=== prom_access_arb_flat ===
prom_access_arb_flat/met1.png
Cells faint in the background.
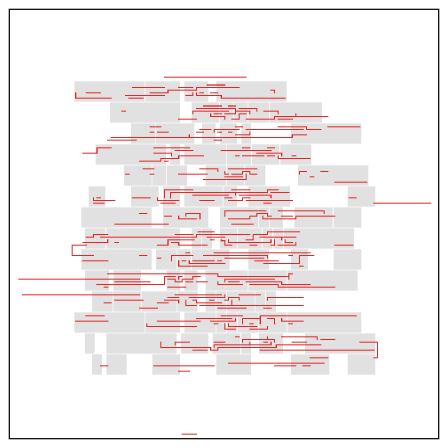
prom_access_arb_flat/met2.png
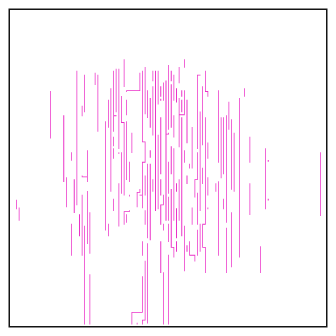
## src/rtl/prom_arb_if.sv

```systemverilog
// PROM arbiter request/grant bundle: requesters drive req/clr_tmo, arbiter drives the rest.
interface prom_arb_if;
  logic [2:0] req;
  logic       clr_tmo;
  logic [2:0] gnt;
  logic [1:0] owner;
  logic       prom_ena;
  logic       busy;
  logic       tmo;
  logic       tmo_sticky;
  logic [1:0] arb_state;

  modport master (
    output req, clr_tmo,
    input  gnt, owner, prom_ena, busy, tmo, tmo_sticky, arb_state
  );
  modport slave (
    input  req, clr_tmo,
    output gnt, owner, prom_ena, busy, tmo, tmo_sticky, arb_state
  );
endinterface

```

## src/rtl/prom_access_arb.sv

```systemverilog
// Three-way PROM bus arbiter: req0 fixed priority, req1/req2 round-robin, turnaround gap.
// Watchdog, Abort state and TMO/TMO_STICKY are built only when PROM_ARB_WDOG_EN is defined.
module prom_access_arb #(
  parameter logic [3:0]  TURN    = 4'd3,
  parameter logic [15:0] TMO_CYC = 16'd50000
) (
  input logic       clk_i,
  input logic       rst_n_i,
  prom_arb_if.slave bus
);

  typedef enum logic [1:0] {
    IDLE  = 2'b00,
    TURNS = 2'b01,
    GRANT = 2'b10,
    ABORT = 2'b11
  } state_e;

  state_e     state_q, state_d;
  logic [1:0] owner_q, owner_d;
  logic [1:0] last_q, last_d;
  logic [3:0] tcnt_q, tcnt_d;
  logic [2:0] gnt_q, gnt_d;
  logic       ena_q, busy_q;
  logic       own_req;

  assign own_req = bus.req[owner_q];

  function automatic logic [1:0] pick(input logic [2:0] r, input logic [1:0] last);
    if (r[0])         return 2'd0;
    if (r[1] && r[2]) return (last == 2'd1) ? 2'd2 : 2'd1;
    return r[1] ? 2'd1 : 2'd2;
  endfunction

`ifdef PROM_ARB_WDOG_EN
  logic [15:0] wd_q, wd_d;
  logic        tmo_q, tmo_d, sticky_q, sticky_d;
`endif

  always_comb begin
    state_d = state_q;
    owner_d = owner_q;
    last_d  = last_q;
    tcnt_d  = tcnt_q;
`ifdef PROM_ARB_WDOG_EN
    wd_d    = wd_q;
`endif
    case (state_q)
      IDLE: if (|bus.req) begin
        owner_d = pick(bus.req, last_q);
        tcnt_d  = '0;
        state_d = TURNS;
      end
      TURNS: begin
        if (!own_req) state_d = IDLE;
        else if (tcnt_q == TURN - 4'd1) begin
          state_d = GRANT;
`ifdef PROM_ARB_WDOG_EN
          wd_d    = '0;
`endif
          // req0 wins on priority, so only 1/2 take part in the rotation
          if (owner_q != 2'd0) last_d = owner_q;
        end else if (tcnt_q != 4'hf) tcnt_d = tcnt_q + 4'd1;
      end
      GRANT: begin
        if (!own_req) state_d = IDLE;
`ifdef PROM_ARB_WDOG_EN
        else if (wd_q == TMO_CYC - 16'd1) state_d = ABORT;
        else if (wd_q != 16'hffff)        wd_d = wd_q + 16'd1;
`endif
      end
      ABORT: if (!own_req) state_d = IDLE;
      default: state_d = IDLE;
    endcase
    gnt_d = (state_d == GRANT) ? (3'b001 << owner_d) : 3'b000;
  end

  always_ff @(posedge clk_i or negedge rst_n_i) begin
    if (!rst_n_i) begin
      state_q <= IDLE;
      owner_q <= '0;
      last_q  <= 2'd2;
      tcnt_q  <= '0;
      gnt_q   <= '0;
      ena_q   <= 1'b0;
      busy_q  <= 1'b0;
    end else begin
      state_q <= state_d;
      owner_q <= owner_d;
      last_q  <= last_d;
      tcnt_q  <= tcnt_d;
      gnt_q   <= gnt_d;
      ena_q   <= (state_d == GRANT);
      busy_q  <= (state_d != IDLE);
    end
  end

`ifdef PROM_ARB_WDOG_EN
  always_comb begin
    tmo_d    = (state_d == ABORT) && (state_q != ABORT);
    sticky_d = sticky_q;
    // a fresh expiry beats a clear arriving on the same edge
    if (tmo_d)            sticky_d = 1'b1;
    else if (bus.clr_tmo) sticky_d = 1'b0;
  end

  always_ff @(posedge clk_i or negedge rst_n_i) begin
    if (!rst_n_i) begin
      wd_q     <= '0;
      tmo_q    <= 1'b0;
      sticky_q <= 1'b0;
    end else begin
      wd_q     <= wd_d;
      tmo_q    <= tmo_d;
      sticky_q <= sticky_d;
    end
  end

  assign bus.tmo        = tmo_q;
  assign bus.tmo_sticky = sticky_q;
`else
  assign bus.tmo        = 1'b0;
  assign bus.tmo_sticky = 1'b0;
`endif

  assign bus.gnt       = gnt_q;
  assign bus.owner     = owner_q;
  assign bus.prom_ena  = ena_q;
  assign bus.busy      = busy_q;
  assign bus.arb_state = state_q;

endmodule

```

## src/flat_wrapper.sv

```systemverilog
// flat-port wrapper written by rule: the top's interface ports become plain ports
module prom_access_arb_flat 
#(
  parameter logic [3:0]  TURN    = 4'd3,
  parameter logic [15:0] TMO_CYC = 16'd50000
)
  (clk_i, rst_n_i, bus_req, bus_clr_tmo, bus_gnt, bus_owner, bus_prom_ena, bus_busy, bus_tmo, bus_tmo_sticky, bus_arb_state);
  prom_arb_if bus_i ();
  input logic clk_i;
  input logic rst_n_i;
  input wire logic [$bits(bus_i.req)-1:0] bus_req;
  input wire logic [$bits(bus_i.clr_tmo)-1:0] bus_clr_tmo;
  output wire logic [$bits(bus_i.gnt)-1:0] bus_gnt;
  output wire logic [$bits(bus_i.owner)-1:0] bus_owner;
  output wire logic [$bits(bus_i.prom_ena)-1:0] bus_prom_ena;
  output wire logic [$bits(bus_i.busy)-1:0] bus_busy;
  output wire logic [$bits(bus_i.tmo)-1:0] bus_tmo;
  output wire logic [$bits(bus_i.tmo_sticky)-1:0] bus_tmo_sticky;
  output wire logic [$bits(bus_i.arb_state)-1:0] bus_arb_state;
  assign bus_i.req = bus_req;
  assign bus_i.clr_tmo = bus_clr_tmo;
  assign bus_gnt = bus_i.gnt;
  assign bus_owner = bus_i.owner;
  assign bus_prom_ena = bus_i.prom_ena;
  assign bus_busy = bus_i.busy;
  assign bus_tmo = bus_i.tmo;
  assign bus_tmo_sticky = bus_i.tmo_sticky;
  assign bus_arb_state = bus_i.arb_state;
  prom_access_arb #(.TURN(TURN), .TMO_CYC(TMO_CYC)) u_core (.clk_i(clk_i), .rst_n_i(rst_n_i), .bus(bus_i));
endmodule
```

## config.mk

```make
export PLATFORM = sky130hd
export DESIGN_NAME = prom_access_arb_flat
export DESIGN_NICKNAME = d
export VERILOG_FILES = /design/src/rtl/prom_arb_if.sv /design/src/rtl/prom_access_arb.sv /design/src/flat_wrapper.sv
export SDC_FILE = /design/constraint.sdc
export NUM_CORES = 1
export LEC_CHECK = 0
export ABC_CLOCK_PERIOD_IN_PS = 1920
export CORE_MARGIN = 8
export CORE_UTILIZATION = 51
export CTS_BUF_LIST = sky130_fd_sc_hd__clkbuf_8
export DETAILED_ROUTE_END_ITERATION = 10
export GPL_TIMING_DRIVEN = 0
export PLACE_DENSITY = 0.8
export SETUP_SLACK_MARGIN = 0.3
export SLEW_MARGIN = 5
export SYNTH_ARGS = -nofsm -noshare
export SYNTH_HDL_FRONTEND = slang
export SYNTH_SLANG_ARGS = --single-unit
```

## constraint.sdc

```tcl
create_clock -name clk_i -period 1.92 [get_ports clk_i]
set_input_delay 0.288 -clock clk_i [delete_from_list [all_inputs] [get_ports clk_i]]
set_output_delay 0.288 -clock clk_i [all_outputs]
set_load 0.005 [all_outputs]
```

==> reports/metrics.cfg <==
[synthesis]
ys_sh_mux_pct=3.00
synth_flops=15
top_cell=dfrtp_1
xor_share_pct=1.10
edf_count=0
common_cells=14 x dfrtp_1, 8 x nand2_1, 4 x nor2_1, 4 x nor3_1
ff_type=dfrtp_1
synth_cell_type_count=36
synthSimpleGateAreaFrac_pct=20.7
synth_cells=73
synth-warning-count=0
synthAdderAreaFrac_pct=3.15
largest_area_cell=dfrtp_1

[setup_path]
critPathRequiredTime_ps=2100
crit_family=simple AND/OR/NAND/NOR gates
cp.buffers_inverters=1
cpPeakStageDelay_ps=380
cp-startpoint=u_core.tcnt_q[0]
cp_cell_sequence=inv_1 > ha_2 > nor3b_4 > mux2i_2 > nand3_2 > or3_1 > a21oi_1
rr_worst_depth=7

[run_status]
status=completed

[min_path]
hold_class=input pin to register
holdPathEnd=u_core.bus.owner[0]
min_from=bus_req[0]

[route]
wl_met3_microns=118
top_layer_used=met4
drc=0

[cells_and_area]
n_sequential_cell=15
layout_top_cell=dfrtp_1
fin_util_pct=72.2
n_all_inverters=2
buf_share_pct=21.1
fin_area_sq_mm=0.00107
nFillCells=106

[grt]
grt_pass1_wl_microns=3020
busiest_layer=met2
met3_usage_pct=4.57
overflow=0

[clock_tree]
cts.path.max_buffers=2
tritoncts=done
clk_latency_ps=250
clk_pin_slew_ps=60
cts_inserted_buffers=3
htreeDepth=1

[pwr]
power.density_mw_per_mm2=1450
power_leader=combinational cells
p_comb_mw=0.796
sw_frac_of_total_pct=36.4
ir_worst_vdd_uv=794
seq_power_mw=0.513

[flow_run]
warning_count=30

[die]
coreArea_sq_mm=0.00149
fp.dieW_microns=55.4
ioPinCount=17
dieHeight_microns=55.4

[place]
postPlaceCellArea_sq_um=947
place_ws_ps=28.3
dpl.cell_count=103
hpwl_microns=1150

[final_timing]
rsz0062_at_grt=true
slew_headroom_pct=54.4
maxSlewViolCount=0
fin_crit_ps=1620
setup_viol=0

About prom_access_arb_flat/met1.png:
nets with wire on the layer: 91
wire length on this layer: 829 microns
longest straight run: 23.5 microns
overall routed net length: 1960 microns
vias: 649
met1 Use GR: 12.4%

About prom_access_arb_flat/met2.png:
nets with wire on the layer: 92
main direction: vertical
longest straight run: 27.9 microns
share of all routed wire: 51%
M2 GR Usage: 20.8%


=== uart_tx ===
--- src/rtl/uart_tx.sv ---
`default_nettype none
// ============================================================================
// Module   : uart_tx
// Purpose  : 8-bit UART transmitter with a valid/ready byte input, optional
//            even/odd parity and one or two stop bits. The serial line is
//            registered and idles high.
// Revision : 1.0 - initial release
// ============================================================================
module uart_tx #(
  parameter logic [12:0] BAUD_CNT_MAX = 13'd433, // last count of a bit period
  parameter int          PARITY_EN    = 0,       // 1: parity bit after data bit 7
  parameter int          PARITY_ODD   = 0,       // 0: even parity, 1: odd parity
  parameter int          STOP_BITS    = 1        // 1 or 2
) (
  input  logic       sys_clk,
  input  logic       rst_n,
  input  logic [7:0] tx_data,
  input  logic       tx_valid,
  output logic       tx_ready,
  output logic       tx,
  output logic       tx_busy,
  output logic       tx_done
);

  typedef enum logic [2:0] {
    IDLE   = 3'd0,
    START  = 3'd1,
    DATA   = 3'd2,
    PARITY = 3'd3,
    STOP   = 3'd4
  } state_t;

  localparam logic       PARITY_ODD_BIT = (PARITY_ODD != 0);
  localparam logic [2:0] LAST_STOP      = 3'(STOP_BITS - 1);

  state_t      state, state_nxt;
  logic [12:0] baud_cnt, baud_nxt;
  logic [2:0]  bit_cnt, bit_nxt;
  logic [7:0]  shreg, shreg_nxt;
  logic        tx_nxt;
  logic        done_nxt;

  logic        baud_wrap;
  logic        parity_bit;
  logic [2:0]  bit_inc;

  // The byte is held unshifted for the whole frame so parity can be taken
  // from the latched value at any time.
  assign baud_wrap  = (baud_cnt == BAUD_CNT_MAX);
  assign parity_bit = (^shreg) ^ PARITY_ODD_BIT;
  assign bit_inc    = bit_cnt + 3'd1;

  assign tx_ready = (state == IDLE);
  assign tx_busy  = ~tx_ready;

  // Next-state and next-register computation; tx is precomputed here so the
  // line only moves on the clock edge that starts a new bit period.
  always_comb begin
    state_nxt = state;
    baud_nxt  = baud_cnt;
    bit_nxt   = bit_cnt;
    shreg_nxt = shreg;
    tx_nxt    = tx;
    done_nxt  = 1'b0;

    if (state != IDLE) begin
      baud_nxt = baud_wrap ? 13'd0 : baud_cnt + 13'd1;
    end

    case (state)
      IDLE: begin
        baud_nxt = 13'd0;
        bit_nxt  = 3'd0;
        tx_nxt   = 1'b1;
        if (tx_valid) begin
          shreg_nxt = tx_data;
          tx_nxt    = 1'b0;
          state_nxt = START;
        end
      end

      START: begin
        if (baud_wrap) begin
          state_nxt = DATA;
          bit_nxt   = 3'd0;
          tx_nxt    = shreg[0];
        end
      end

      DATA: begin
        if (baud_wrap) begin
          if (bit_cnt == 3'd7) begin
            bit_nxt = 3'd0;
            if (PARITY_EN != 0) begin
              state_nxt = PARITY;
              tx_nxt    = parity_bit;
            end else begin
              state_nxt = STOP;
              tx_nxt    = 1'b1;
            end
          end else begin
            bit_nxt = bit_inc;
            tx_nxt  = shreg[bit_inc];
          end
        end
      end

      PARITY: begin
        if (baud_wrap) begin
          state_nxt = STOP;
          bit_nxt   = 3'd0;
          tx_nxt    = 1'b1;
        end
      end

      STOP: begin
        if (baud_wrap) begin
          if (bit_cnt == LAST_STOP) begin
            state_nxt = IDLE;
            bit_nxt   = 3'd0;
            done_nxt  = 1'b1;
          end else begin
            bit_nxt = bit_inc;
          end
        end
      end

      default: begin
        state_nxt = IDLE;
        baud_nxt  = 13'd0;
        bit_nxt   = 3'd0;
        tx_nxt    = 1'b1;
      end
    endcase
  end

  // State and datapath registers with synchronous active-low reset.
  always_ff @(posedge sys_clk) begin
    if (!rst_n) begin
      state    <= IDLE;
      baud_cnt <= 13'd0;
      bit_cnt  <= 3'd0;
      shreg    <= 8'h00;
      tx       <= 1'b1;
      tx_done  <= 1'b0;
    end else begin
      state    <= state_nxt;
      baud_cnt <= baud_nxt;
      bit_cnt  <= bit_nxt;
      shreg    <= shreg_nxt;
      tx       <= tx_nxt;
      tx_done  <= done_nxt;
    end
  end

endmodule
`default_nettype wire

--- config.mk ---
export PLATFORM = sky130hd
export DESIGN_NAME = uart_tx
export DESIGN_NICKNAME = d
export VERILOG_FILES = /design/src/rtl/uart_tx.sv
export SDC_FILE = /design/constraint.sdc
export NUM_CORES = 1
export LEC_CHECK = 0
export CAP_MARGIN = 0
export CORE_AREA = 2 2 57 59
export CTS_BUF_LIST = sky130_fd_sc_hd__clkbuf_4
export DETAILED_ROUTE_END_ITERATION = 10
export DIE_AREA = 0 0 59 61
export PLACE_DENSITY = 0.71
export SLEW_MARGIN = 30
export SYNTH_ARGS = -nofsm -noshare
export SYNTH_HDL_FRONTEND = slang
export SYNTH_SLANG_ARGS = --single-unit
--- constraint.sdc ---
create_clock -name sys_clk -period 2.3 [get_ports sys_clk]
set_clock_uncertainty 0.1 [all_clocks]
set_input_delay 0.345 -clock sys_clk [delete_from_list [all_inputs] [get_ports sys_clk]]
set_output_delay 0.345 -clock sys_clk [all_outputs]
set_load 0.005 [all_outputs]
uart_tx/met2.png
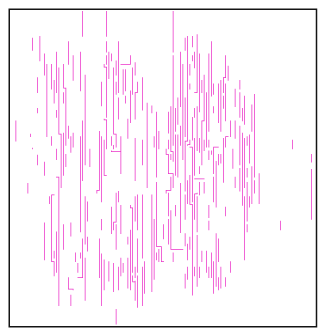
main direction: vertical
nets with wire on the layer: 169
vias: 1257
M2 GR Usage: 29.0%
overall routed net length: 2990 microns

uart_tx/met3.png
Cells faint in the background.
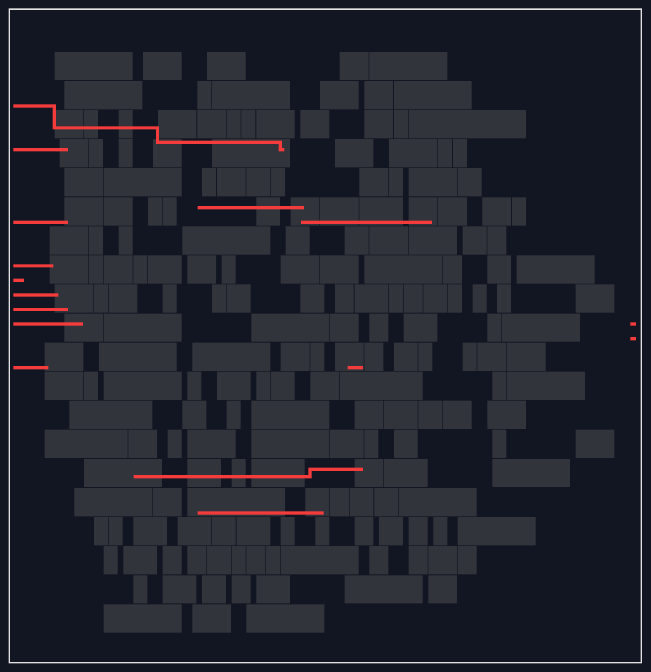
longest straight run: 16.3 microns
wire length on this layer: 118 microns
main direction: horizontal
nets with wire on the layer: 13

uart_tx/met1.png
Cells faint in the background.
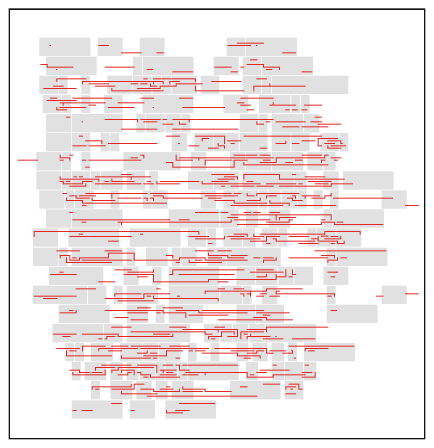
share of all routed wire: 49%
nets with wire on the layer: 190
wire length on this layer: 1460 microns
met1 Use GR: 23.4%

==> reports/metrics.cfg <==
[grt]
busiest_layer=met2
grt_pass1_wl_microns=4880
grt_antenna_before_repair=0
overflow=0
grt.total_usage_pct=18.2
grt_pass1_vias=1140
grt_start_max_net_pins=14
met3_usage_pct=6.40

[synthesis]
synth_cells=173
syn_avg_cell_area_sq_um=8.54
logic_family=simple AND/OR/NAND/NOR gates
common_cells=29 x dfxtp_1, 29 x nand2_1, 12 x nor2_1
synth_nets=189
ys_sh_aoi_pct=15.9
synthAdderAreaFrac_pct=4.23
synth-warning-count=0

[pwr]
combinationalPowerShare_pct=38.2
p_comb_mw=0.653
powerClk_mw=0.419
power.density_mw_per_mm2=958
p_leak_nw=0.638

[clock_tree]
clk_latency_ps=340
post_cts_buffers=0
cts_root_buf=clkbuf_4
clkSinkCount=29
clk_pin_slew_ps=90
ctsHoldBuffers=0

[setup_path]
cp.buffers_inverters=1
crit_type=register to register
rr_worst_depth=6
cpPeakStageDelay_ps=510
rrSetupSlack_ps=70
crit_family=simple AND/OR/NAND/NOR gates
cp.arrival_ps=2390
worstReg2RegEnd=bit_cnt[1]
cp-endpoint=bit_cnt[1]
crit_path_top_delay_cell=or4b_1

[route]
top_layer_used=met4
wl_met2_microns=1400
met1_length_microns=1460

[flow_run]
warning_count=29

[cells_and_area]
nClkBuffers=6
final_layout_size_suffix_gt1_share_pct=14.4
nNonClkBuffers=21
stdcell_count=227
comb_cells=128
finalNetCount=209
fin_util_pct=60.4
top_register=baud_cnt
comb_area_share_pct=48.1
fin_area_sq_mm=0.00178

[run_status]
status=completed

[min_path]
hold_class=register to register
min_from=shreg[7]

[final_timing]
fin_crit_ps=2230
rsz0062_at_grt=true

[place]
hpwl_microns=2160
postPlaceCellArea_sq_mm=0.00167

[die]
ioPinCount=15



==> layout pictures side by side <==
Register map, names as in the netlist.
Scale bar: 20 microns. Other sequential cells in the stronger gray, the rest of the logic in the fainter gray.
Plate I
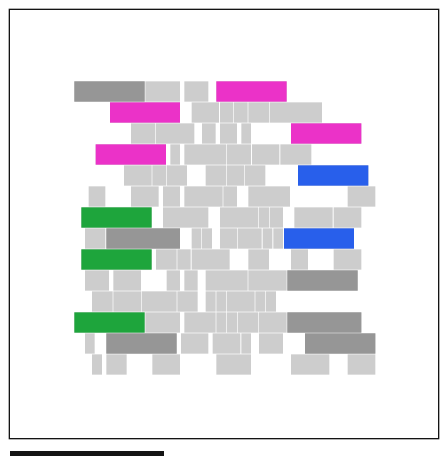
Plate II
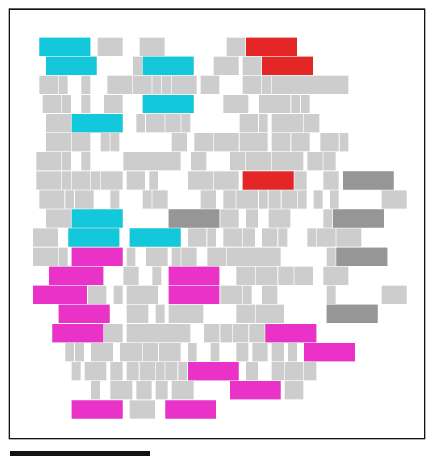
Plate II: uart_tx
Plate I: prom_access_arb_flat
The one with the largest die is Plate II.

